# pc_stack_counter

pc_stack_counter/ff_map.png
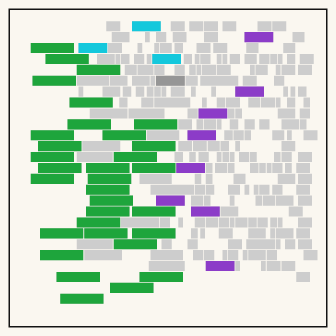

$ cat src/rtl/pc_stack_counter.sv
// ============================================================================
//  Module      : pc_stack_counter
//  Description : Program counter with hold, increment, jump, relative branch,
//                and call/return through a return-address stack.
//  Revision    : 1.0 - initial release
// ============================================================================
`default_nettype none

module pc_stack_counter #(
    parameter int          PC_WIDTH     = 8,
    parameter int          DATA_WIDTH   = 16,
    parameter int          STACK_DEPTH  = 4,
    parameter int unsigned RESET_VECTOR = 0
) (
    input  logic                             clk,
    input  logic                             reset,
    input  logic                             stall,
    input  logic                             loadpc,
    input  logic                             msel,
    input  logic                             brel,
    input  logic                             call,
    input  logic                             ret,
    input  logic [DATA_WIDTH-1:0]            C,
    output logic [PC_WIDTH-1:0]              out,
    output logic [$clog2(STACK_DEPTH+1)-1:0] depth,
    output logic                             stack_full,
    output logic                             stack_empty,
    output logic                             err
);

    localparam int c_DEPTH_W = $clog2(STACK_DEPTH + 1);
    localparam int c_IDX_W   = (STACK_DEPTH > 1) ? $clog2(STACK_DEPTH) : 1;

    logic [PC_WIDTH-1:0]  r_pc;
    logic [c_DEPTH_W-1:0] r_depth;
    logic                 r_err;
    logic [PC_WIDTH-1:0]  r_stack [STACK_DEPTH];

    logic [PC_WIDTH-1:0]  w_target;
    logic [PC_WIDTH-1:0]  w_pc_inc;
    logic [c_DEPTH_W-1:0] w_depth_m1;
    logic [c_IDX_W-1:0]   w_push_idx;
    logic [c_IDX_W-1:0]   w_pop_idx;
    logic                 w_full;
    logic                 w_empty;

    assign w_target   = C[PC_WIDTH-1:0];
    assign w_pc_inc   = r_pc + PC_WIDTH'(1);
    assign w_depth_m1 = r_depth - c_DEPTH_W'(1);
    // Only the low bits are needed: indices are always below STACK_DEPTH when used.
    assign w_push_idx = r_depth[c_IDX_W-1:0];
    assign w_pop_idx  = w_depth_m1[c_IDX_W-1:0];
    assign w_full     = (r_depth == c_DEPTH_W'(STACK_DEPTH));
    assign w_empty    = (r_depth == '0);

    generate
        if (DATA_WIDTH > PC_WIDTH) begin : g_c_hi
            logic w_unused_c_hi;
            assign w_unused_c_hi = ^C[DATA_WIDTH-1:PC_WIDTH];
        end
    endgenerate

    always_ff @(posedge clk) begin
        if (reset) begin
            r_pc    <= PC_WIDTH'(RESET_VECTOR);
            r_depth <= '0;
            r_err   <= 1'b0;
        end else if (!stall) begin
            if (ret) begin
                if (w_empty) begin
                    r_err <= 1'b1;
                end else begin
                    r_pc    <= r_stack[w_pop_idx];
                    r_depth <= w_depth_m1;
                end
            end else if (call) begin
                // The jump happens even on overflow; only the return address is lost.
                r_pc <= w_target;
                if (w_full) begin
                    r_err <= 1'b1;
                end else begin
                    r_stack[w_push_idx] <= w_pc_inc;
                    r_depth             <= r_depth + c_DEPTH_W'(1);
                end
            end else if (msel) begin
                r_pc <= w_target;
            end else if (brel) begin
                r_pc <= r_pc + w_target;
            end else if (loadpc) begin
                r_pc <= w_pc_inc;
            end
        end
    end

    assign out         = r_pc;
    assign depth       = r_depth;
    assign stack_full  = w_full;
    assign stack_empty = w_empty;
    assign err         = r_err;

endmodule

`default_nettype wire

$ cat config.mk
export PLATFORM = sky130hd
export DESIGN_NAME = pc_stack_counter
export DESIGN_NICKNAME = d
export VERILOG_FILES = /design/src/rtl/pc_stack_counter.sv
export SDC_FILE = /design/constraint.sdc
export NUM_CORES = 1
export LEC_CHECK = 0
export CAP_MARGIN = 10
export CORE_MARGIN = 2
export CORE_UTILIZATION = 45
export CTS_BUF_LIST = sky130_fd_sc_hd__clkbuf_16
export DETAILED_ROUTE_END_ITERATION = 16
export MAX_ROUTING_LAYER = met4
export PLACE_DENSITY = 0.71
export SYNTH_ARGS = -nofsm -noshare
export SYNTH_HDL_FRONTEND = slang
export SYNTH_SLANG_ARGS = --single-unit
$ cat constraint.sdc
create_clock -name clk -period 3.4 [get_ports clk]
set_clock_uncertainty 0.2 [all_clocks]
set_input_delay 0.68 -clock clk [delete_from_list [all_inputs] [get_ports clk]]
set_output_delay 0.68 -clock clk [all_outputs]
set_load 0.01 [all_outputs]
# evt_debounce_flat

## src/rtl/evt_debounce_if.sv

```systemverilog
// Event debouncer bundle: raw input toward the debouncer and cleaned results back.
interface evt_debounce_if;

    logic sig_in;
    logic level_out;
    logic evt_out;
    logic reject_out;

    // Driver of the raw input; consumer of the cleaned level and pulses.
    modport master (
        output sig_in,
        input  level_out,
        input  evt_out,
        input  reject_out
    );

    // The debouncer itself.
    modport slave (
        input  sig_in,
        output level_out,
        output evt_out,
        output reject_out
    );

endinterface : evt_debounce_if

```

## src/rtl/evt_debounce.sv

```systemverilog
// Synchronise, debounce and edge-detect a raw asynchronous input into clean
// single-cycle event pulses, plus a pulse whenever bounce aborts a pending change.
module evt_debounce #(
    parameter int unsigned SYNC_STAGES     = 2,
    parameter int unsigned DEBOUNCE_CYCLES = 1000,
    parameter int unsigned EDGE_MODE       = 0
) (
    input  logic           clk_in,
    input  logic           rst_in,
    evt_debounce_if.slave  bus
);

    localparam int unsigned CNT_W = $clog2(DEBOUNCE_CYCLES + 1);
    localparam logic [CNT_W-1:0] CNT_LAST = CNT_W'(DEBOUNCE_CYCLES - 1);

    // The rising edge is reported in modes 0 and 2, the falling edge in modes 1 and 2.
    localparam logic PULSE_ON_RISE = (EDGE_MODE != 32'd1);
    localparam logic PULSE_ON_FALL = (EDGE_MODE != 32'd0);

    typedef enum logic [1:0] {
        IDLE_LO = 2'd0,
        CONF_HI = 2'd1,
        IDLE_HI = 2'd2,
        CONF_LO = 2'd3
    } state_e;

    logic [SYNC_STAGES-1:0] sync_q;
    logic                   s;

    state_e                 state_q;
    state_e                 state_d;
    logic [CNT_W-1:0]       cnt_q;
    logic [CNT_W-1:0]       cnt_d;
    logic                   level_q;
    logic                   level_d;
    logic                   evt_q;
    logic                   evt_d;
    logic                   reject_q;
    logic                   reject_d;

    // Synchroniser chain; only its last stage is visible to the FSM.
    always_ff @(posedge clk_in) begin
        if (rst_in) begin
            sync_q <= '0;
        end else begin
            sync_q <= {sync_q[SYNC_STAGES-2:0], bus.sig_in};
        end
    end

    assign s = sync_q[SYNC_STAGES-1];

    // State, counter and registered outputs; reset overrides any pending confirmation.
    always_ff @(posedge clk_in) begin
        if (rst_in) begin
            state_q  <= IDLE_LO;
            cnt_q    <= '0;
            level_q  <= 1'b0;
            evt_q    <= 1'b0;
            reject_q <= 1'b0;
        end else begin
            state_q  <= state_d;
            cnt_q    <= cnt_d;
            level_q  <= level_d;
            evt_q    <= evt_d;
            reject_q <= reject_d;
        end
    end

    // Next state: leave an idle state on a level change, leave a confirm state on
    // a reversal (abort) or once the level has held for the full debounce window.
    always_comb begin
        state_d = state_q;
        unique case (state_q)
            IDLE_LO: begin
                if (s) begin
                    state_d = CONF_HI;
                end
            end
            CONF_HI: begin
                if (!s) begin
                    state_d = IDLE_LO;
                end else if (cnt_q == CNT_LAST) begin
                    state_d = IDLE_HI;
                end
            end
            IDLE_HI: begin
                if (!s) begin
                    state_d = CONF_LO;
                end
            end
            CONF_LO: begin
                if (s) begin
                    state_d = IDLE_HI;
                end else if (cnt_q == CNT_LAST) begin
                    state_d = IDLE_LO;
                end
            end
            default: state_d = IDLE_LO;
        endcase
    end

    // Next values of the counter and outputs. Pulses default low so each lasts one
    // cycle; the counter is zero whenever a confirm state is entered.
    always_comb begin
        cnt_d    = cnt_q;
        level_d  = level_q;
        evt_d    = 1'b0;
        reject_d = 1'b0;
        unique case (state_q)
            IDLE_LO, IDLE_HI: begin
                cnt_d = '0;
            end
            CONF_HI: begin
                if (!s) begin
                    reject_d = 1'b1;
                    cnt_d    = '0;
                end else if (cnt_q == CNT_LAST) begin
                    level_d = 1'b1;
                    evt_d   = PULSE_ON_RISE;
                    cnt_d   = '0;
                end else begin
                    cnt_d = cnt_q + CNT_W'(1);
                end
            end
            CONF_LO: begin
                if (s) begin
                    reject_d = 1'b1;
                    cnt_d    = '0;
                end else if (cnt_q == CNT_LAST) begin
                    level_d = 1'b0;
                    evt_d   = PULSE_ON_FALL;
                    cnt_d   = '0;
                end else begin
                    cnt_d = cnt_q + CNT_W'(1);
                end
            end
            default: begin
                cnt_d = '0;
            end
        endcase
    end

    assign bus.level_out  = level_q;
    assign bus.evt_out    = evt_q;
    assign bus.reject_out = reject_q;

endmodule : evt_debounce

```

## src/flat_wrapper.sv

```systemverilog
// flat-port wrapper written by rule: the top's interface ports become plain ports
module evt_debounce_flat 
#(
    parameter int unsigned SYNC_STAGES     = 2,
    parameter int unsigned DEBOUNCE_CYCLES = 1000,
    parameter int unsigned EDGE_MODE       = 0
)
  (clk_in, rst_in, bus_sig_in, bus_level_out, bus_evt_out, bus_reject_out);
  evt_debounce_if bus_i ();
  input  logic clk_in;
  input  logic rst_in;
  input wire logic [$bits(bus_i.sig_in)-1:0] bus_sig_in;
  output wire logic [$bits(bus_i.level_out)-1:0] bus_level_out;
  output wire logic [$bits(bus_i.evt_out)-1:0] bus_evt_out;
  output wire logic [$bits(bus_i.reject_out)-1:0] bus_reject_out;
  assign bus_i.sig_in = bus_sig_in;
  assign bus_level_out = bus_i.level_out;
  assign bus_evt_out = bus_i.evt_out;
  assign bus_reject_out = bus_i.reject_out;
  evt_debounce #(.SYNC_STAGES(SYNC_STAGES), .DEBOUNCE_CYCLES(DEBOUNCE_CYCLES), .EDGE_MODE(EDGE_MODE)) u_core (.clk_in(clk_in), .rst_in(rst_in), .bus(bus_i));
endmodule
```

## config.mk

```make
export PLATFORM = sky130hd
export DESIGN_NAME = evt_debounce_flat
export DESIGN_NICKNAME = d
export VERILOG_FILES = /design/src/rtl/evt_debounce_if.sv /design/src/rtl/evt_debounce.sv /design/src/flat_wrapper.sv
export SDC_FILE = /design/constraint.sdc
export NUM_CORES = 1
export LEC_CHECK = 0
export CAP_MARGIN = 30
export CORE_MARGIN = 3
export CORE_UTILIZATION = 48
export DETAILED_ROUTE_END_ITERATION = 8
export PLACE_DENSITY = 0.68
export RECOVER_POWER = 25
export SYNTH_ARGS = -nofsm -noshare
export SYNTH_HDL_FRONTEND = slang
export SYNTH_SLANG_ARGS = --single-unit
```

## constraint.sdc

```tcl
create_clock -name clk_in -period 1.4 [get_ports clk_in]
set_clock_uncertainty 0.15 [all_clocks]
set_input_delay 0.28 -clock clk_in [delete_from_list [all_inputs] [get_ports clk_in]]
set_output_delay 0.28 -clock clk_in [all_outputs]
set_load 0.005 [all_outputs]
```

# tof_est_multi

==> config.mk <==
export PLATFORM = sky130hd
export DESIGN_NAME = tof_est_multi
export DESIGN_NICKNAME = d
export VERILOG_FILES = /design/src/rtl/tof_est_pkg.sv /design/src/rtl/tof_est_chan.sv /design/src/rtl/tof_est_multi.sv
export SDC_FILE = /design/constraint.sdc
export NUM_CORES = 1
export LEC_CHECK = 0
export CORE_MARGIN = 2
export CORE_UTILIZATION = 38
export CTS_CLUSTER_DIAMETER = 120
export CTS_CLUSTER_SIZE = 8
export DETAILED_ROUTE_END_ITERATION = 8
export HOLD_SLACK_MARGIN = 0.06
export PLACE_DENSITY_LB_ADDON = 0.15
export SLEW_MARGIN = 20
export SYNTH_ARGS = -nofsm -noshare
export SYNTH_HDL_FRONTEND = slang
export SYNTH_HIERARCHICAL = 1
export SYNTH_SLANG_ARGS = --single-unit
==> constraint.sdc <==
create_clock -name clk -period 5.5 [get_ports clk]
set_clock_uncertainty 0.15 [all_clocks]
set_input_delay 0.55 -clock clk [delete_from_list [all_inputs] [get_ports clk]]
set_output_delay 0.55 -clock clk [all_outputs]
set_load 0.02 [all_outputs]
==> src/rtl/tof_est_pkg.sv <==
`default_nettype none
// ============================================================================
//  Module   : tof_est_pkg
//  Purpose  : Shared definitions for the multi-channel time-of-flight
//             estimator: channel FSM state encoding, estimate saturation
//             helper and channel-index width helper.
//  Revision : 1.0  initial release
// ============================================================================
package tof_est_pkg;

    // Channel measurement FSM, 2-bit encoding.
    typedef enum logic [1:0] {
        ST_IDLE    = 2'd0,
        ST_CNT_POS = 2'd1,
        ST_CNT_NEG = 2'd2,
        ST_DONE    = 2'd3
    } tof_state_t;

    // Width of a channel index; a single channel still gets one bit.
    function automatic int tof_ch_width(input int n);
        return (n <= 1) ? 1 : $clog2(n);
    endfunction

    // Clamp a signed value to the symmetric range [-(2^cw-1), 2^cw-1].
    function automatic logic signed [31:0] tof_sat(input logic signed [31:0] v,
                                                   input int                 cw);
        logic signed [31:0] lim;
        lim = (32'sd1 <<< cw) - 32'sd1;
        if (v > lim)  return lim;
        if (v < -lim) return -lim;
        return v;
    endfunction

endpackage
`default_nettype wire

==> src/rtl/tof_est_chan.sv <==
`default_nettype none
// ============================================================================
//  Module   : tof_est_chan
//  Purpose  : One X1/X2 channel. Synchronises both pulses, detects rising
//             edges, counts the signed delay between them and smooths the
//             result with a shift-gain first-order estimator.
//  Ports    : clk, reset    - clock, async active-high reset
//             x1, x2        - asynchronous pulse inputs
//             hold          - synchronised load request; parks FSM in IDLE
//             bypass        - store raw sample instead of filtering
//             w             - estimator gain shift
//             upd           - one-cycle pulse: est updated at this edge
//             est           - current signed estimate
//             timeout       - sticky: no closing edge within 2^CW-1 counts
//  Revision : 1.0  initial release
// ============================================================================
module tof_est_chan
    import tof_est_pkg::*;
#(
    parameter int CW = 8,
    parameter int WW = 3
)(
    input  logic              clk,
    input  logic              reset,
    input  logic              x1,
    input  logic              x2,
    input  logic              hold,
    input  logic              bypass,
    input  logic [WW-1:0]     w,
    output logic              upd,
    output logic signed [CW:0] est,
    output logic              timeout
);

    localparam logic [CW-1:0] C_CNT_MAX = '1;

    // Two synchroniser flops plus one history flop per input.
    logic r_x1_m, r_x1_s, r_x1_p;
    logic r_x2_m, r_x2_s, r_x2_p;
    logic w_rise1, w_rise2;

    tof_state_t        r_state, w_state_nxt;
    logic [CW-1:0]     r_cnt,   w_cnt_nxt;
    logic signed [CW:0] r_z,    w_z_nxt;
    logic signed [CW:0] r_est,  w_est_nxt;
    logic              r_init;
    logic              r_timeout;
    logic              w_upd;
    logic              w_tmo_set;

    // Estimator datapath is one bit wider than the difference needs so the
    // sum never wraps before saturation.
    logic signed [CW+2:0] w_diff, w_step, w_sum;
    logic signed [31:0]   w_sat;

    assign w_rise1 = r_x1_s & ~r_x1_p;
    assign w_rise2 = r_x2_s & ~r_x2_p;

    always_ff @(posedge clk or posedge reset) begin
        if (reset) r_state <= ST_IDLE;
        else       r_state <= w_state_nxt;
    end

    always_comb begin
        w_state_nxt = r_state;
        w_cnt_nxt   = r_cnt;
        w_z_nxt     = r_z;
        w_upd       = 1'b0;
        w_tmo_set   = 1'b0;
        if (hold) begin
            w_state_nxt = ST_IDLE;
            w_cnt_nxt   = '0;
        end else begin
            case (r_state)
                ST_IDLE: begin
                    if (w_rise1 & w_rise2) begin
                        w_state_nxt = ST_DONE;
                        w_z_nxt     = '0;
                    end else if (w_rise1) begin
                        w_state_nxt = ST_CNT_POS;
                        w_cnt_nxt   = CW'(1);
                    end else if (w_rise2) begin
                        w_state_nxt = ST_CNT_NEG;
                        w_cnt_nxt   = CW'(1);
                    end
                end
                // A closing edge on the terminal count still yields a sample.
                ST_CNT_POS: begin
                    if (w_rise2) begin
                        w_state_nxt = ST_DONE;
                        w_z_nxt     = $signed({1'b0, r_cnt});
                    end else if (r_cnt == C_CNT_MAX) begin
                        w_state_nxt = ST_IDLE;
                        w_tmo_set   = 1'b1;
                    end else begin
                        w_cnt_nxt = r_cnt + 1'b1;
                    end
                end
                ST_CNT_NEG: begin
                    if (w_rise1) begin
                        w_state_nxt = ST_DONE;
                        w_z_nxt     = -$signed({1'b0, r_cnt});
                    end else if (r_cnt == C_CNT_MAX) begin
                        w_state_nxt = ST_IDLE;
                        w_tmo_set   = 1'b1;
                    end else begin
                        w_cnt_nxt = r_cnt + 1'b1;
                    end
                end
                ST_DONE: begin
                    w_upd       = 1'b1;
                    w_state_nxt = ST_IDLE;
                end
                default: w_state_nxt = ST_IDLE;
            endcase
        end
    end

    always_comb begin
        w_diff    = (CW+3)'(r_z) - (CW+3)'(r_est);
        w_step    = w_diff >>> w;
        w_sum     = (CW+3)'(r_est) + w_step;
        w_sat     = tof_sat(32'(w_sum), CW);
        w_est_nxt = (r_init | bypass) ? r_z : w_sat[CW:0];
    end

    always_ff @(posedge clk or posedge reset) begin
        if (reset) begin
            r_x1_m    <= 1'b0;
            r_x1_s    <= 1'b0;
            r_x1_p    <= 1'b0;
            r_x2_m    <= 1'b0;
            r_x2_s    <= 1'b0;
            r_x2_p    <= 1'b0;
            r_cnt     <= '0;
            r_z       <= '0;
            r_est     <= '0;
            r_init    <= 1'b1;
            r_timeout <= 1'b0;
        end else begin
            r_x1_m <= x1;
            r_x1_s <= r_x1_m;
            r_x1_p <= r_x1_s;
            r_x2_m <= x2;
            r_x2_s <= r_x2_m;
            r_x2_p <= r_x2_s;
            r_cnt  <= w_cnt_nxt;
            r_z    <= w_z_nxt;
            if (w_upd) begin
                r_est  <= w_est_nxt;
                r_init <= 1'b0;
            end
            if (w_tmo_set) r_timeout <= 1'b1;
        end
    end

    assign upd     = w_upd;
    assign est     = r_est;
    assign timeout = r_timeout;

endmodule
`default_nettype wire

==> src/rtl/tof_est_multi.sv <==
`default_nettype none
// ============================================================================
//  Module   : tof_est_multi
//  Purpose  : NCH-channel signed time-of-flight estimator. Each channel
//             filters its own measurements; a round-robin arbiter serialises
//             fresh estimates onto one valid/ready port.
//  Ports    : clk, reset        - clock, async active-high reset
//             x1[NCH], x2[NCH]  - asynchronous pulse pairs
//             l_r, w_ext        - gain load request and gain value
//             est_data/est_ch/est_valid/est_ready - output handshake
//             timeout[NCH]      - sticky per-channel timeout flags
//             est_bypass        - only with TOF_EST_BYPASS_EN: store raw samples
//  Options  : TOF_EST_BYPASS_EN adds the est_bypass input.
//  Revision : 1.0  initial release
// ============================================================================
module tof_est_multi
    import tof_est_pkg::*;
#(
    parameter int NCH   = 2,
    parameter int CW    = 8,
    parameter int WW    = 3,
    parameter int W_RST = 2
)(
    input  logic                          clk,
    input  logic                          reset,
`ifdef TOF_EST_BYPASS_EN
    input  logic                          est_bypass,
`endif
    input  logic [NCH-1:0]                x1,
    input  logic [NCH-1:0]                x2,
    input  logic                          l_r,
    input  logic [WW-1:0]                 w_ext,
    output logic signed [CW:0]            est_data,
    output logic [tof_ch_width(NCH)-1:0]  est_ch,
    output logic                          est_valid,
    input  logic                          est_ready,
    output logic [NCH-1:0]                timeout
);

    localparam int CHW = tof_ch_width(NCH);

    logic                r_lr_m, r_lr_s, r_lr_p;
    logic [WW-1:0]       r_w;
    logic                w_bypass;

    logic [NCH-1:0]         w_upd;
    logic [NCH-1:0][CW:0]   w_est;
    logic [NCH-1:0]         r_pend;
    logic [CHW-1:0]         r_last;

    logic                w_gnt_vld;
    logic [CHW-1:0]      w_gnt_idx;
    logic [CHW-1:0]      w_idx_tmp;
    logic [NCH-1:0]      w_gnt_oh;
    logic                w_load;

    logic                r_valid;
    logic signed [CW:0]  r_data;
    logic [CHW-1:0]      r_ch;

    // Gain reloads only once the synchronised request has been seen on two
    // consecutive cycles, filtering single-cycle glitches on l_r.
    always_ff @(posedge clk or posedge reset) begin
        if (reset) begin
            r_lr_m <= 1'b0;
            r_lr_s <= 1'b0;
            r_lr_p <= 1'b0;
            r_w    <= WW'(W_RST);
        end else begin
            r_lr_m <= l_r;
            r_lr_s <= r_lr_m;
            r_lr_p <= r_lr_s;
            if (r_lr_s & r_lr_p) r_w <= w_ext;
        end
    end

`ifdef TOF_EST_BYPASS_EN
    logic r_byp_m, r_byp_s;
    always_ff @(posedge clk or posedge reset) begin
        if (reset) begin
            r_byp_m <= 1'b0;
            r_byp_s <= 1'b0;
        end else begin
            r_byp_m <= est_bypass;
            r_byp_s <= r_byp_m;
        end
    end
    assign w_bypass = r_byp_s;
`else
    assign w_bypass = 1'b0;
`endif

    for (genvar g = 0; g < NCH; g++) begin : g_chan
        tof_est_chan #(
            .CW (CW),
            .WW (WW)
        ) u_chan (
            .clk     (clk),
            .reset   (reset),
            .x1      (x1[g]),
            .x2      (x2[g]),
            .hold    (r_lr_s),
            .bypass  (w_bypass),
            .w       (r_w),
            .upd     (w_upd[g]),
            .est     (w_est[g]),
            .timeout (timeout[g])
        );
    end

    // Round-robin search starting just after the last granted channel.
    // Scanning from the far end downward lets the nearest candidate win.
    always_comb begin
        w_gnt_vld = 1'b0;
        w_gnt_idx = '0;
        w_idx_tmp = '0;
        for (int k = NCH; k >= 1; k--) begin
            w_idx_tmp = CHW'((int'(r_last) + k) % NCH);
            if (r_pend[w_idx_tmp]) begin
                w_gnt_vld = 1'b1;
                w_gnt_idx = w_idx_tmp;
            end
        end
    end

    // Load while the register is empty or being drained this cycle; no new
    // words start while a gain load is in progress.
    assign w_load   = ~r_lr_s & (~r_valid | est_ready) & w_gnt_vld;
    assign w_gnt_oh = w_load ? (NCH'(1) << w_gnt_idx) : '0;

    // The last grant resets to the top channel so the first search
    // starts at channel 0.
    always_ff @(posedge clk or posedge reset) begin
        if (reset) begin
            r_valid <= 1'b0;
            r_data  <= '0;
            r_ch    <= '0;
            r_last  <= CHW'(NCH-1);
            r_pend  <= '0;
        end else begin
            // An update landing on the channel being granted re-arms pend.
            r_pend <= (r_pend & ~w_gnt_oh) | w_upd;
            if (w_load) begin
                r_valid <= 1'b1;
                r_data  <= w_est[w_gnt_idx];
                r_ch    <= w_gnt_idx;
                r_last  <= w_gnt_idx;
            end else if (est_ready) begin
                r_valid <= 1'b0;
            end
        end
    end

    assign est_valid = r_valid;
    assign est_data  = r_data;
    assign est_ch    = r_ch;

endmodule
`default_nettype wire
# branch_history_table

$ cat src/rtl/branch_history_table_pkg.sv
// Shared BHT types and default sizes.
// The optional BHT_PC_CHECK_EN build stores the PC index in every snapshot.
package branch_history_table_pkg;
  localparam int XLEN        = 32;
  localparam int BHT_ENTRIES = 256;
  localparam int BHT_IDX_W   = $clog2(BHT_ENTRIES);
  localparam int HIST_W      = 4;
  localparam int SNAP_DEPTH  = 8;

  typedef struct packed {
    logic [BHT_IDX_W-1:0] idx;
    logic [HIST_W-1:0]    hist;
  } bht_snap_t;
endpackage

$ cat src/rtl/branch_history_table_snap_fifo.sv
// Circular in-order snapshot FIFO with a flush that empties it in one cycle.
// Push is ignored when the FIFO is full and pop is ignored when it is empty.
module bht_snap_fifo #(
  parameter int DATA_W = 4,
  parameter int DEPTH  = 8
) (
  input  logic              i_clk,
  input  logic              i_rst_n,
  input  logic              i_push,
  input  logic              i_pop,
  input  logic              i_flush,
  input  logic [DATA_W-1:0] i_wdata,
  output logic [DATA_W-1:0] o_rdata,
  output logic              o_full,
  output logic              o_empty
);
  localparam int PTR_W = $clog2(DEPTH);
  localparam int CNT_W = PTR_W + 1;

  logic [DATA_W-1:0] r_mem [DEPTH];
  logic [PTR_W-1:0]  r_head, r_tail;
  logic [CNT_W-1:0]  r_count;
  logic              w_push_ok, w_pop_ok;

  assign o_full    = (r_count == CNT_W'(DEPTH));
  assign o_empty   = (r_count == '0);
  assign w_push_ok = i_push && !o_full;
  assign w_pop_ok  = i_pop && !o_empty;
  assign o_rdata   = r_mem[r_head];

  always_ff @(posedge i_clk or negedge i_rst_n) begin
    if (!i_rst_n) begin
      r_head  <= '0;
      r_tail  <= '0;
      r_count <= '0;
    end else if (i_flush) begin
      r_head  <= '0;
      r_tail  <= '0;
      r_count <= '0;
    end else begin
      if (w_push_ok) r_tail <= r_tail + PTR_W'(1);
      if (w_pop_ok)  r_head <= r_head + PTR_W'(1);
      r_count <= r_count + CNT_W'(w_push_ok) - CNT_W'(w_pop_ok);
    end
  end

  // Storage is not reset; the empty flag masks stale contents.
  always_ff @(posedge i_clk) begin
    if (w_push_ok && !i_flush) r_mem[r_tail] <= i_wdata;
  end
endmodule

$ cat src/rtl/branch_history_table.sv
// Per-PC local branch history table with fetch-time snapshot FIFO for PHT update.
// Define BHT_PC_CHECK_EN to verify retire PC against the stored snapshot index.
module branch_history_table
  import branch_history_table_pkg::*;
#(
  parameter int BHT_ENTRIES_P = BHT_ENTRIES,
  parameter int HIST_W_P      = HIST_W,
  parameter int SNAP_DEPTH_P  = SNAP_DEPTH
) (
  input  logic                i_clk,
  input  logic                i_rst_n,
  input  logic                i_if_valid,
  input  logic                i_if_is_branch,
  input  logic [XLEN-1:0]     i_if_pc,
  output logic [HIST_W_P-1:0] o_bht_if_out,
  output logic                o_snap_full,
  input  logic                i_rt_valid,
  input  logic [XLEN-1:0]     i_rt_pc,
  input  logic                i_rt_taken,
  input  logic                i_squash,
  output logic [HIST_W_P-1:0] o_bht_ex_out,
  output logic                o_pht_wr_en,
  output logic                o_bht_mismatch
);
  localparam int IDX_W = $clog2(BHT_ENTRIES_P);

  logic [HIST_W_P-1:0] r_tbl [BHT_ENTRIES_P];
  logic [IDX_W-1:0]    w_if_idx, w_rt_idx;
  logic [HIST_W_P-1:0] w_rt_new, w_head_hist;
  logic                w_push, w_pop, w_full, w_empty, w_mm, w_tbl_upd;
  logic                w_unused_pc;

  assign w_if_idx    = i_if_pc[2 +: IDX_W];
  assign w_rt_idx    = i_rt_pc[2 +: IDX_W];
  assign w_unused_pc = ^{i_if_pc[XLEN-1:IDX_W+2], i_if_pc[1:0],
                         i_rt_pc[XLEN-1:IDX_W+2], i_rt_pc[1:0]};

  assign w_rt_new  = {r_tbl[w_rt_idx][HIST_W_P-2:0], i_rt_taken};
  assign w_tbl_upd = i_rt_valid && !w_mm;
  assign w_push    = i_if_valid && i_if_is_branch && !w_full && !i_squash;
  assign w_pop     = i_rt_valid && !w_empty;

  // Same-cycle retire to the fetched entry forwards the post-shift history.
  assign o_bht_if_out = (w_tbl_upd && (w_rt_idx == w_if_idx)) ? w_rt_new : r_tbl[w_if_idx];

`ifdef BHT_PC_CHECK_EN
  localparam int SNAP_W = $bits(bht_snap_t);
  bht_snap_t w_snap_in, w_snap_out;
  assign w_snap_in.idx  = w_if_idx;
  assign w_snap_in.hist = o_bht_if_out;
  assign w_head_hist    = w_snap_out.hist;
  assign w_mm           = w_pop && (w_snap_out.idx != w_rt_idx);
`else
  localparam int SNAP_W = HIST_W_P;
  logic [SNAP_W-1:0] w_snap_in, w_snap_out;
  assign w_snap_in   = o_bht_if_out;
  assign w_head_hist = w_snap_out;
  assign w_mm        = 1'b0;
`endif

  bht_snap_fifo #(
    .DATA_W (SNAP_W),
    .DEPTH  (SNAP_DEPTH_P)
  ) u_snap_fifo (
    .i_clk   (i_clk),
    .i_rst_n (i_rst_n),
    .i_push  (w_push),
    .i_pop   (w_pop),
    .i_flush (i_squash),
    .i_wdata (w_snap_in),
    .o_rdata (w_snap_out),
    .o_full  (w_full),
    .o_empty (w_empty)
  );

  assign o_snap_full    = w_full;
  assign o_bht_ex_out   = w_empty ? '0 : w_head_hist;
  assign o_pht_wr_en    = w_pop && !w_mm;
  assign o_bht_mismatch = w_mm;

  // Committed history; squash never touches it.
  always_ff @(posedge i_clk or negedge i_rst_n) begin
    if (!i_rst_n) begin
      for (int i = 0; i < BHT_ENTRIES_P; i++) r_tbl[i] <= '0;
    end else if (w_tbl_upd) begin
      r_tbl[w_rt_idx] <= w_rt_new;
    end
  end
endmodule

$ cat config.mk
export PLATFORM = sky130hd
export DESIGN_NAME = branch_history_table
export DESIGN_NICKNAME = d
export VERILOG_FILES = /design/src/rtl/branch_history_table_pkg.sv /design/src/rtl/branch_history_table_snap_fifo.sv /design/src/rtl/branch_history_table.sv
export SDC_FILE = /design/constraint.sdc
export NUM_CORES = 2
export LEC_CHECK = 0
export CAP_MARGIN = 20
export CORE_ASPECT_RATIO = 1.5
export CORE_MARGIN = 4
export CORE_UTILIZATION = 40
export CTS_CLUSTER_SIZE = 16
export DETAILED_ROUTE_END_ITERATION = 12
export GPL_TIMING_DRIVEN = 1
export REMOVE_ABC_BUFFERS = 1
export SLEW_MARGIN = 10
export SYNTH_ARGS = -nofsm -noshare
export SYNTH_HDL_FRONTEND = slang
export SYNTH_SLANG_ARGS = --single-unit
$ cat constraint.sdc
create_clock -name i_clk -period 5.6 [get_ports i_clk]
set_input_delay 1.12 -clock i_clk [delete_from_list [all_inputs] [get_ports i_clk]]
set_output_delay 1.12 -clock i_clk [all_outputs]
set_load 0.02 [all_outputs]
tof_est_multi/congestion_map.png
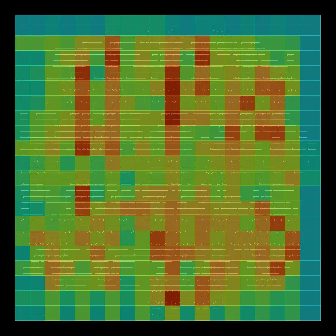
routing usage on met2: 0.271
drt wl/cell: 16.6 um
Total GRT Usage: 0.181
met3 Use GR: 0.0275
met1 Use GR: 0.275

==> summary.txt, tof_est_multi <==
Critical Path Slowest Stage Cell - a221oi_1
hold path cells - 0
Flop Count - 92
Worst setup endpoint - g_chan[0].u_chan/est[4]$_DFFE_PP0P_
leakage - 3.46 nW
Tot Pwr - 4.12 mW
# Post-CTS Setup Buffers - 0
number of tapcells - 229
slowest stage delay, CP - 0.42 ns
WS Path Type - register to register
Top Family by Delay on Critical Path - AND-OR/OR-AND gates
Mapped Avg Cell Area - 8.69 um^2
I/O Pins - 24
Final Hold Fails - 0
Flop area - 2310 um^2
status - complete, no violations
hold path endpoint - r_lr_s$_DFF_PP0_
Top cells excl fill/tap - 88 x dfrtp_1, 76 x nand2_1, 71 x nor2_1
largest net degree at the start of global routing - 39
worst path cell trace - inv_1 > ha_1 > inv_1 > fa_1 > a21oi_1 > o221ai_1 > xor2_1 > a221oi_1 > o21ai_1 > mux2_2 > ha_1 > fa_1 > a21o_1 > a22o_4 > o311a_4 > nor4b_2 > nand3_1 > o211ai_2 > o211ai_1
Fillers - 1,792
max-cap viol count - 0
AND/OR/NAND/NOR Cells, Area Fraction - 0.200
post-synthesis sequential area ratio - 0.325
# setup viols final - 0
hpwl dp - 13.6 mm
CTS Root Cell - clkbuf_16
Worst-Skew Late Latency - 0.35 ns
FF-to-FF End - g_chan[0].u_chan/est[4]$_DFFE_PP0P_
placed cell area - 7510 um^2
violation count after the first detailed-route iteration - 326
worst vdd ir - 0.189 mV
fmax - 191 MHz
routability cong. - 0.895
crit path launch - g_chan[0].u_chan/r_z[0]$_DFFE_PP0P_
## tof_est_multi: report_power, final
part / switching (mW) / total [mW] / internal [mW]
Sequential: 0.180 / 0.983 / 0.803
Clock: 0.261 / 0.642 / 0.380
Combinational: 1.43 / 2.50 / 1.06
## tof_est_multi: cells by family after synthesis
group,after synthesis
simple gates,289
compound gates,240
flops,92
buf+inv,89
fa+ha+maj,56
xor+xnor,29
mux,20
other cells,1
## tof_est_multi: routing by layer
layer / vias to the layer above / global-route usage / wire [um]
met5: - / 0 / 0
met4: 0 / 0.0458 / 252
met3: 17 / 0.0275 / 502
met2: 107 / 0.271 / 7430
met1: 2822 / 0.275 / 9330
li1: 3018 / - / -
## tof_est_multi: synthesized netlist by cell type, drive strengths merged, types with 14 or more instances
cell type  instances
dfrtp             88
nand2             77
nor2              71
inv               54
o21ai             53
ha                52
a21oi             32
nand3             32
clkbuf            27
nor3              21
xor2              18
nand2b            17
a21o              16
and3              16
a211oi            14
a221o             14
o211ai            14
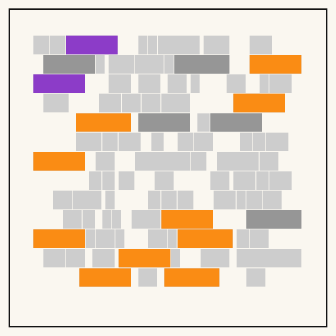
evt_debounce_flat/ff_map.png
Key: purple = `u_core.sync_q` [sequential cells 2]; orange = `u_core.cnt_q` [sequential cells 10]
Another 5 sequential cells are not coloured.

==> summary.txt, evt_debounce_flat <==
status - finished with violations
failing checks - negative setup slack
GRT overflow - 0
fmax - 681 MHz
reg2reg path depth - 5
Hold Buf Count CTS - 0
PostCTS Resize Cnt - 7
Reg clk slew, reported paths - 0.10 ns
hold path cells - 1
drt wl/cell - 11.8 um
Die Height - 44.3 um
Total Nets Final - 98
Final Cycle Share - 1.05
most numerous cell in the Yosys netlist - dfxtp_1
# setup viols final - 3
startpoint types - register
Synth Instances - 70
fp_density - 0.529
first-pass GRT wire length - 2.28 mm
Final Max Tran Viols - 0
final hold slack - 0.306 ns
fin crit period - 1.47 ns
core area - 1330 um^2
violation count after the first detailed-route iteration - 3
number of tapcells - 15
Final Worst Setup Slack - -0.0675 ns
row count - 13
Total GRT Usage - 0.156
Worst-Skew Late Latency - 0.28 ns
tool warnings - 29
Synth Cell Area - 706 um^2
routing usage on met2 - 0.238
distinct cell type count after synthesis - 28
synth top area cells - dfxtp_1 48%, xnor2_1 5.0%, nor2_1 4.3%
met1 wire length - 648 um
commonest cells in the netlist - 17 x dfxtp_1, 8 x nor2_1, 4 x nand3_1, 4 x xnor2_1
routability cong. - 0.739
worst r2r src - u_core.cnt_q[1]$_SDFF_PP0_
WS Path Type - register to register
critical path arrival - 1.49 ns
yosys synthesis warning count - 0
met3 routed WL - 36 um
Fillers - 108
number of global-route vias before repair - 543
Yosys chip area - 706 um^2
met3 Use GR - 0.0244
multi-input gates - 50
clkbuf count - 3
share of cells above drive strength 1 - 0.366
CTS Root Cell - clkbuf_4
FFs w/ async S/R, synth - 0
Seq/total area - 0.369
Signal buf overhead - 0.161
worst rel slew slack - 0.782
Flop Count - 17
## evt_debounce_flat: worst max-delay path: stages (launching register included)
cell	delay [ns]
dfxtp_2	0.36
ha_4	0.14
and4bb_4	0.27
and2_4	0.15
a21oi_1	0.06
o221a_1	0.24
## evt_debounce_flat: logic make-up after synthesis
family,Yosys count,synth area share
simple gates,33,0.287
flops,17,0.482
compound gates,8,0.0958
xor+xnor,7,0.0869
buf+inv,3,0.0160
mux,1,0.0142
fa+ha+maj,1,0.0177
## evt_debounce_flat: where the power goes
group | switching, mW | internal [mW]
logic | 0.00894 | 0.0106
registers | 0.00340 | 0.487
clock network | 0.144 | 0.106
total | 0.156 | 0.604
## evt_debounce_flat: stage by stage
| stage | setup slack, ns | area (um^2) | TNS [ns] |
|---|---|---|---|
| after global routing | -0.111 | 940 | -0.468 |
| after global placement | -0.117 | 887 | -0.788 |
| after floorplan | -0.0719 | 721 | -0.0990 |
| final | -0.0675 | 940 | -0.129 |
| after CTS | -0.0835 | 928 | -0.152 |
| after detailed placement | -0.141 | 887 | -1.10 |
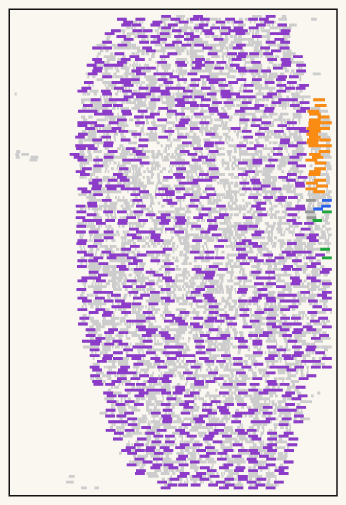
branch_history_table/ff_map.png
Key: blue = `u_snap_fifo.r_head` [sequential cells 3]; orange = `u_snap_fifo.r_mem` [sequential cells 32, where upper right]; green = `u_snap_fifo.r_count` [sequential cells 4, where middle right]; purple = `r_tbl` [sequential cells 1,024]
Another 3 sequential cells are not coloured.

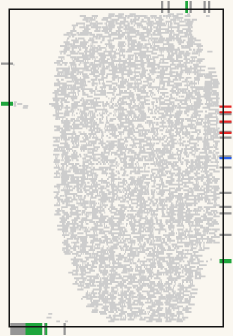
branch_history_table/pinout.png
Pins as bars across the die edge, other pins in grey.
Key: blue = `o_snap_full` [pins 1, direction output, edge right]; green = `i_rt_pc` [pins 32, direction input, edge 25 bottom, 3 left, 2 top, 2 right]; red = `o_bht_if_out` [pins 4, direction output, edge right]
All pins by edge: 52 bottom, 19 right, 7 top, 4 left.
Die Height: 459 um
IO Port Bufs: 32
Die W: 309 um

==> summary.txt, branch_history_table <==
status - complete, no violations
uppermost layer routed - met5
clk buf depth - 3
Top cells excl fill/tap - 1,034 x dfrtp_1, 688 x nor2_1, 476 x a21oi_1
Final Hold Fails - 0
# Post-CTS Setup Buffers - 0
Worst Path Max Fanout - 24
Final Max Tran Viols - 0
Residual DRC - 0
initial antenna violation count - 7
CTS Root Cell - clkbuf_16
power per cell area - 301 nW/um^2
Final Worst Setup Slack - 0.0458 ns
TNS Setup - 0 ns
Final Cycle Share - 0.992
XOR/XNOR Area Share - 0.00210
critical path endpoint category - output port
final hold slack - 0.359 ns
yosys synthesis warning count - 0
Worst-Skew Late Latency - 0.75 ns
GRT overflow - 0
routability cong. - 0.996
hpwl dp - 137 mm
H-tree level count - 3
critical path arrival - 4.43 ns
Largest Register - r_tbl
share of cells above drive strength 1 - 0.289
Critical Path RT - 4.48 ns
Critical Path Slowest Stage Cell - mux4_2
## branch_history_table: power breakdown
part | switching [mW] | internal (mW)
clock | 3.25 | 4.58
sequential | 0.325 | 8.17
combinational | 1.49 | 1.11
total | 5.07 | 13.9
## branch_history_table: final timing paths
kind,startpoint,end,cells after the start
worst min-delay path,i_rst_n,r_tbl[953]$_DFFE_PN0P_,1
min in group i_clk,r_tbl[855]$_DFFE_PN0P_,r_tbl[855]$_DFFE_PN0P_,2
worst max register to register,r_tbl[449]$_DFFE_PN0P_,r_tbl[118]$_DFFE_PN0P_,9
worst min register to register,r_tbl[855]$_DFFE_PN0P_,r_tbl[855]$_DFFE_PN0P_,2
max in group asynchronous,i_rst_n,r_tbl[346]$_DFFE_PN0P_,2
worst max-delay path,i_rt_pc[2],o_bht_if_out[3],10
## branch_history_table: cell type report
class / instances / share of cell area
flip-flops and latches: 1066 / 0.426
multi-input cells: 3214 / 0.411
repair buffers: 443 / 0.0674
clock buffers: 130 / 0.0457
well taps: 1753 / 0.0348
clock inverters: 59 / 0.0144
inverters: 12 / 0.000715
diodes: 4 / 0.000159
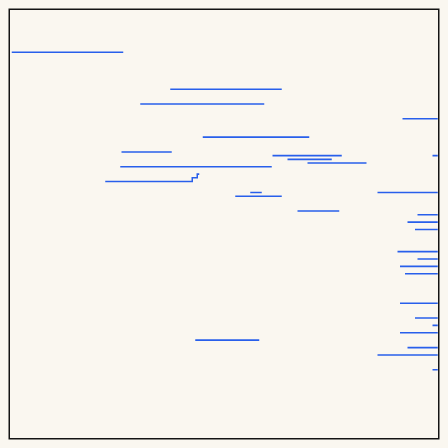
pc_stack_counter/m3.png
The longest straight run is 27.6 um. The wires run mostly horizontal.

## Picture notes: pc_stack_counter/ff_map.png
Key: cyan = `depth` [sequential cells 3]; green = `r_stack` [sequential cells 32]; purple = `out` [sequential cells 8]
Another 1 sequential cells are not coloured.

==> summary.txt, pc_stack_counter <==
violation count after the first detailed-route iteration - 157
number of tapcells - 72
via count - 1,804
Yosys chip area - 2520 um^2
routability cong. - 0.851
Top-area cell share - 0.381
Mapped Avg Cell Area - 11.8 um^2
worst path cell trace - inv_1 > ha_1 > nor2b_2 > clkdlybuf4s50_1
top power group - sequential cells
share of cells above drive strength 1 - 0.101
Non-CTS buffers - 35
Top cells excl fill/tap - 32 x edfxtp_1, 29 x clkdlybuf4s50_1, 18 x nor2_1
yosys cell count - 213
chip area - 6220 um^2
Comb/total area - 0.400
number of global-route vias before repair - 1,767
power per cell area - 497 nW/um^2
first-pass GRT wire length - 8.80 mm
TNS Setup - 0 ns
status - complete, no violations
fmax - 360 MHz
Die Height - 78.9 um
CTS tree - built
Flop Count - 44
H-tree level count - 2
Signal buf overhead - 0.110
critical path endpoint category - output port
fin crit period - 2.78 ns
wirelength, routed - 5.40 mm
top cell category - multi-input combinational cells
commonest cells in the netlist - 32 x edfxtp_1, 18 x nor2_1, 13 x ha_1
worst r2r src - depth[1]$_SDFFE_PP0P_
Post-synth EDFFs - 32
Dominant Register Cell - edfxtp_1
switching power - 0.394 mW
Flop area - 1200 um^2
Residual DRC - 0
Synth Cell Area - 2520 um^2
# Post-CTS Setup Buffers - 0
comb pwr - 0.359 mW
RSZ-0062 raised after global routing - false
pre-CTS setup slack - 0.338 ns
cell taking the most area after synthesis - edfxtp_1
pc_stack_counter: stage by stage:
stage	cell area, um^2	hold WS (ns)	instances
3_3_place_gp	2890	0.272	311
4_1_cts	3060	0.335	319
3_5_place_dp	2890	0.286	311
2_1_floorplan	2520	0.305	213
5_1_grt	3060	0.342	319
6_report	3060	0.340	319
pc_stack_counter: worst max-delay path: cells and delay by family, from the launching register on:
family | cells | cell delay, ns
AND/OR/NAND/NOR | 1 | 0.31
flip-flops | 1 | 0.33
buffers and inverters | 2 | 0.70
adder cells (fa/ha/maj) | 1 | 0.27
pc_stack_counter: per-layer routing:
metal	part of all wire	GRT usage	wire length, um	vias up
met5	0	-	0	-
met2	0.48	0.295	2590	42
met1	0.46	0.257	2500	870
met4	0.0033	0.0517	18	0
li1	-	-	-	890
met3	0.053	0.0443	285	2
pc_stack_counter: cells by family after synthesis:
| kind of cell | share of synthesized area |
|---|---|
| and+or+nand+nor | 0.120 |
| AOI/OAI and AO/OA | 0.156 |
| DFF | 0.476 |
| buffers and inverters | 0.0392 |
| adders and majority gates | 0.0725 |
| muxes | 0.0978 |
| xor gates and xnor gates | 0.0382 |

==> notes/layouts.md <==
Pictures saved along the way, in no particular order.

Metal layers overlaid.
Two of the layers only.
picture 1
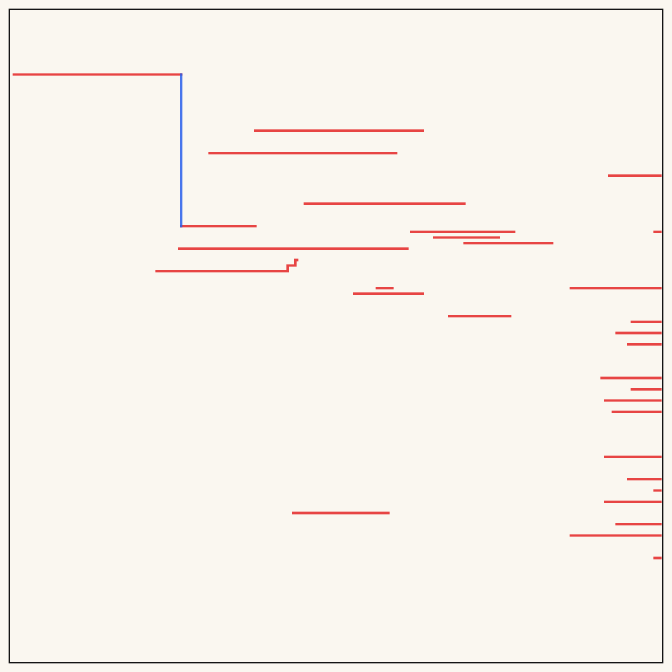
picture 2
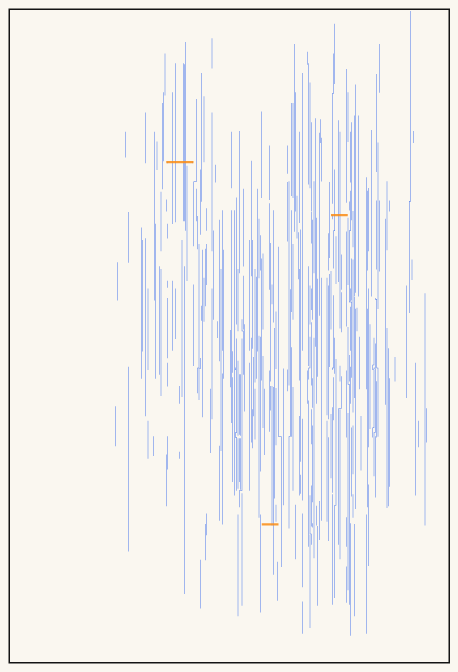
picture 3
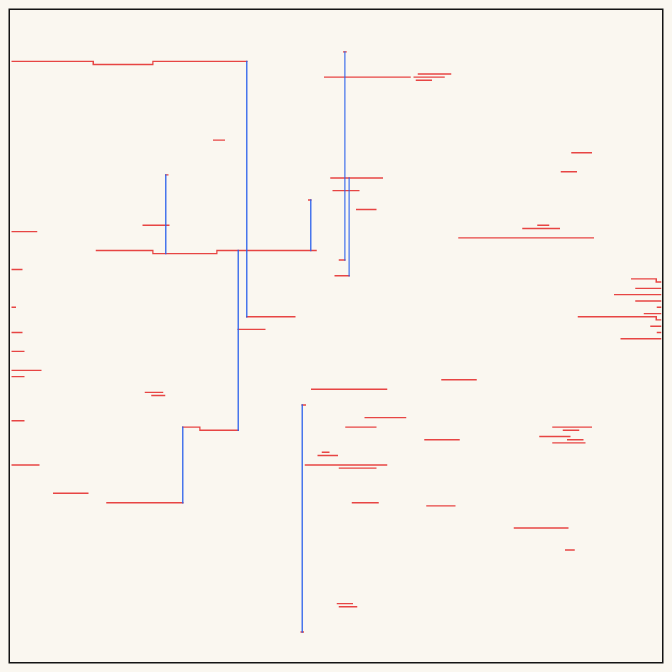
picture 4
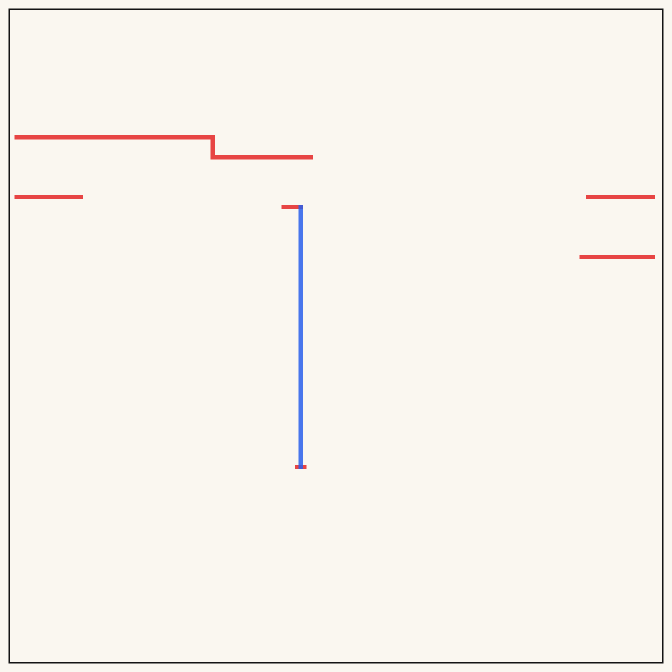
picture 2 -> branch_history_table
picture 1 -> pc_stack_counter
picture 3 -> tof_est_multi
picture 4 -> evt_debounce_flat


# pipe_sched

pipe_sched/m3.png
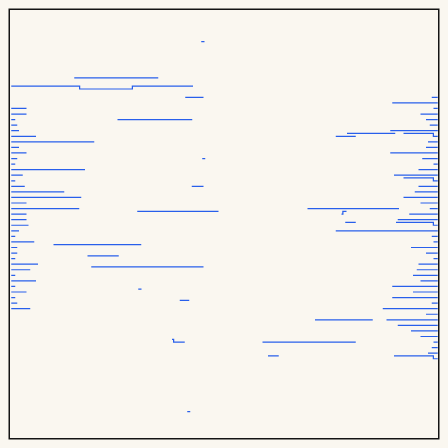
### src/rtl/pipe_sched.sv
// Pipeline hazard/exception scheduler: stall and flush control, exception entry/return,
// control-register writes and a MEM bus watchdog.
module pipe_sched #(
  parameter logic [29:0] EXP_VECTOR  = 30'h0000_0040,
  parameter logic [7:0]  BUS_TIMEOUT = 8'd255
) (
  input  logic        clk,
  input  logic        reset,
  input  logic        if_busy,
  input  logic        mem_busy,
  input  logic        ld_hazard,
  input  logic        mem_en,
  input  logic [29:0] mem_pc,
  input  logic [2:0]  mem_exp_code,
  input  logic [1:0]  mem_ctrl_op,
  input  logic [4:0]  mem_cr_addr,
  input  logic [31:0] mem_wr_data,
  input  logic        irq,
  output logic        if_stall,
  output logic        id_stall,
  output logic        ex_stall,
  output logic        mem_stall,
  output logic        if_flush,
  output logic        id_flush,
  output logic        ex_flush,
  output logic        mem_flush,
  output logic        pc_load,
  output logic [29:0] new_pc,
  output logic        exe_mode,
  output logic        int_en,
  output logic [29:0] epc,
  output logic [2:0]  exp_code_q
);

  localparam logic [1:0] OpWrcr = 2'd1;
  localparam logic [1:0] OpExrt = 2'd2;

  typedef enum logic {StIdle, StFlush} state_e;

  state_e      state_q;
  logic [29:0] target_q;
  logic        saved_mode_q;
  logic        saved_ie_q;
  logic [7:0]  cnt_q;

  logic       stall;
  logic       timeout;
  logic       accept;
  logic       take_exp;
  logic       take_exrt;
  logic       take_wrcr;
  logic [2:0] exp_code_sel;

  assign stall   = if_busy | mem_busy;
  assign timeout = (cnt_q == BUS_TIMEOUT);
  // A saturated watchdog lets the MEM instruction be taken even while the bus is still busy.
  assign accept  = (state_q == StIdle) & mem_en & (~mem_busy | timeout);

  assign take_exp  = accept & ((mem_exp_code != 3'd0) | timeout | (irq & int_en));
  assign take_exrt = accept & ~take_exp & (mem_ctrl_op == OpExrt);
  assign take_wrcr = accept & ~take_exp & (mem_ctrl_op == OpWrcr);

  always_comb begin
    exp_code_sel = 3'd1;
    if (mem_exp_code != 3'd0) begin
      exp_code_sel = mem_exp_code;
    end else if (timeout) begin
      exp_code_sel = 3'd7;
    end
  end

  always_ff @(posedge clk) begin
    if (reset) begin
      state_q      <= StIdle;
      target_q     <= '0;
      saved_mode_q <= 1'b0;
      saved_ie_q   <= 1'b0;
      cnt_q        <= '0;
      exe_mode     <= 1'b0;
      int_en       <= 1'b0;
      epc          <= '0;
      exp_code_q   <= '0;
    end else begin
      if (take_exp || take_exrt) begin
        cnt_q <= '0;
      end else if (mem_busy) begin
        cnt_q <= timeout ? cnt_q : cnt_q + 8'd1;
      end else begin
        cnt_q <= '0;
      end

      unique case (state_q)
        StIdle: begin
          if (take_exp) begin
            epc          <= mem_pc;
            exp_code_q   <= exp_code_sel;
            saved_mode_q <= exe_mode;
            saved_ie_q   <= int_en;
            exe_mode     <= 1'b0;
            int_en       <= 1'b0;
            target_q     <= EXP_VECTOR;
            state_q      <= StFlush;
          end else if (take_exrt) begin
            exe_mode <= saved_mode_q;
            int_en   <= saved_ie_q;
            target_q <= epc;
            state_q  <= StFlush;
          end else if (take_wrcr) begin
            if (mem_cr_addr == 5'd0) begin
              exe_mode <= mem_wr_data[0];
              int_en   <= mem_wr_data[1];
            end else if (mem_cr_addr == 5'd1) begin
              epc <= mem_wr_data[31:2];
            end
          end
        end
        StFlush: state_q <= StIdle;
        default: state_q <= StIdle;
      endcase
    end
  end

  always_comb begin
    if_stall  = 1'b0;
    id_stall  = 1'b0;
    ex_stall  = 1'b0;
    mem_stall = 1'b0;
    if_flush  = 1'b0;
    id_flush  = 1'b0;
    ex_flush  = 1'b0;
    mem_flush = 1'b0;
    pc_load   = 1'b0;
    new_pc    = '0;
    if (!reset) begin
      if (state_q == StFlush) begin
        if_flush  = 1'b1;
        id_flush  = 1'b1;
        ex_flush  = 1'b1;
        mem_flush = 1'b1;
        pc_load   = 1'b1;
        new_pc    = target_q;
      end else begin
        if_stall  = stall | ld_hazard;
        id_stall  = stall;
        ex_stall  = stall;
        mem_stall = stall;
        id_flush  = ld_hazard & ~stall;
      end
    end
  end

endmodule

### config.mk
export PLATFORM = sky130hd
export DESIGN_NAME = pipe_sched
export DESIGN_NICKNAME = d
export VERILOG_FILES = /design/src/rtl/pipe_sched.sv
export SDC_FILE = /design/constraint.sdc
export NUM_CORES = 1
export LEC_CHECK = 0
export ABC_AREA = 0
export CAP_MARGIN = 0
export CELL_PAD_IN_SITES_DETAIL_PLACEMENT = 0
export CELL_PAD_IN_SITES_GLOBAL_PLACEMENT = 1
export CORE_UTILIZATION = 31
export DETAILED_ROUTE_END_ITERATION = 10
export GPL_TIMING_DRIVEN = 0
export PLACE_DENSITY = 0.94
export SYNTH_ARGS = -nofsm -noshare
export SYNTH_HDL_FRONTEND = slang
export SYNTH_SLANG_ARGS = --single-unit
### constraint.sdc
create_clock -name clk -period 4.4 [get_ports clk]
set_input_delay 0.66 -clock clk [delete_from_list [all_inputs] [get_ports clk]]
set_output_delay 0.66 -clock clk [all_outputs]
set_load 0.03 [all_outputs]
==> summary.txt <==
status - complete, no violations
drt wl/cell - 15.0 um
Top-area cell share - 0.466
yosys cell count - 373
AND/OR/NAND/NOR Cells, Area Fraction - 0.237
distinct cell type count after synthesis - 38
FFs w/ async S/R, synth - 0
IO Port Bufs - 151
commonest cells in the netlist - 76 x dfxtp_1, 68 x nand2_1, 42 x nor2_1, 30 x a311oi_1, 30 x and2_1
share of cells above drive strength 1 - 0.0574
GRT overflow - 0
Die Height - 105 um
most numerous cell in the Yosys netlist - dfxtp_1
routability cong. - 0.715
Synth Area in Compound Gates - 0.224
Final Worst Setup Slack - 1.19 ns
Worst Path Max Fanout - 13
skew final - 0.0119 ns
worst vdd ir - 0.181 mV
Top Family by Delay on Critical Path - buffers and inverters
Fillers - 1,003
XOR/XNOR Area Share - 0.0134
Final Max Tran Viols - 0
power per cell area - 319 nW/um^2
hold path cells - 2
Top cells excl fill/tap - 151 x clkdlybuf4s50_1, 76 x dfxtp_1, 68 x nand2_1
Hold Buf Count CTS - 0
first-pass GRT wire length - 16.4 mm
Synth Net Count - 453
routing usage on met2 - 0.305
slew of the pin with the lowest slew margin - 0.870 ns
max-cap viol count - 0
worst rel slew slack - 0.420
slowest stage delay, CP - 0.67 ns
largest net degree at the start of global routing - 14
Yosys chip area - 3270 um^2
leakage - 1.89 nW
startpoint types - input pin
row count - 37
comb pwr - 0.306 mW
cell mode on critical path - clkbuf_1
area fraction in mux cells - 0.00613
Worst setup endpoint - new_pc[23]
Top Registers - epc x30, target_q x30, cnt_q x8
post-synthesis sequential area ratio - 0.466
ANT nets after route - 0
top power group - sequential cells
Adder Share, Synth - 0.00383
Synth Cell Area - 3270 um^2
Worst-Skew Late Latency - 0.34 ns
Logic family by area - simple AND/OR/NAND/NOR gates
vias per std cell - 4.94
CTS Buf Count - 9
pre-CTS setup slack - 1.14 ns
sequential share of power - 0.449
Residual DRC - 0
worst r2r src - cnt_q[0]$_SDFFE_PP0N_
tool warnings - 26
RSZ-0062 raised after global routing - false
ant diodes - 0
I/O Pins - 153
PostCTS Resize Cnt - 0
Notes on pipe_sched/m3.png above:
The wires run mostly horizontal. 104 nets have wire on it. The longest straight run is 27.1 um. The layer carries 697 um of wire.
met3 Use GR: 0.0412
via count: 3,342
wirelength, routed: 10.1 mm

==> routing by layer <==
metal	share of wire	vias up	routed length [um]
met5	0	-	0
li1	-	1653	-
met1	0.43	1557	4410
met4	0.0098	0	99
met2	0.49	124	4930
met3	0.069	8	697
==> worst register-to-register path, stage by stage (launching register included) <==
cell and delay, ns:
dfxtp_1 0.38, ha_1 0.22, nand3_1 0.27, o32ai_2 0.84, clkbuf_1 0.48, nor2_1 0.08
o31ai_1 0.12, o32ai_1 0.15
==> stage by stage <==
stage	hold slack (ns)	cells	area, um^2
after floorplan	0.429	373	3270
after global placement	0.445	660	4950
after detailed placement	0.455	660	4950
after CTS	0.465	676	5170
after global routing	0.487	676	5170
final	0.467	676	5170
==> final cells by class <==
cell class | instances | area [um^2] | area share
multi-input cells | 261 | 1580 | 0.305
flip-flops and latches | 76 | 1520 | 0.294
repair buffers | 151 | 1510 | 0.292
well taps | 136 | 170 | 0.0329
plain buffers | 32 | 150 | 0.0290
clock buffers | 11 | 141 | 0.0273
clock inverters | 5 | 83.8 | 0.0162
inverters | 4 | 15.0 | 0.00290


==> notes/layouts.md <==
Pictures saved along the way, in no particular order.

Routing congestion map.
panel A
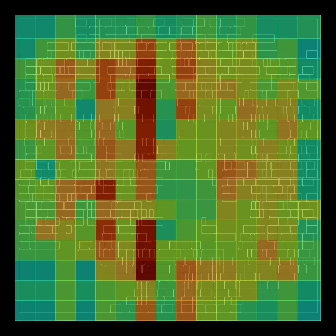
panel B
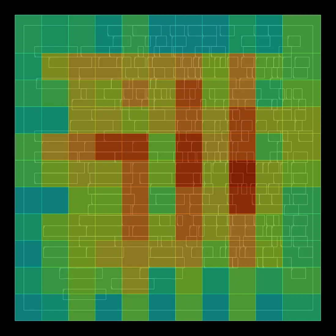
panel C
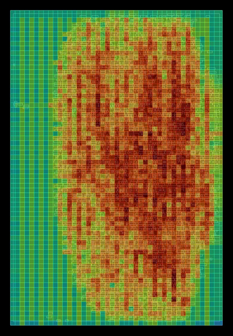
- branch_history_table = panel C
- pc_stack_counter = panel B
- pipe_sched = panel A
- most wire per cell: panel C
- highest track usage: panel C

Power is estimated from default activity; no workload was simulated.
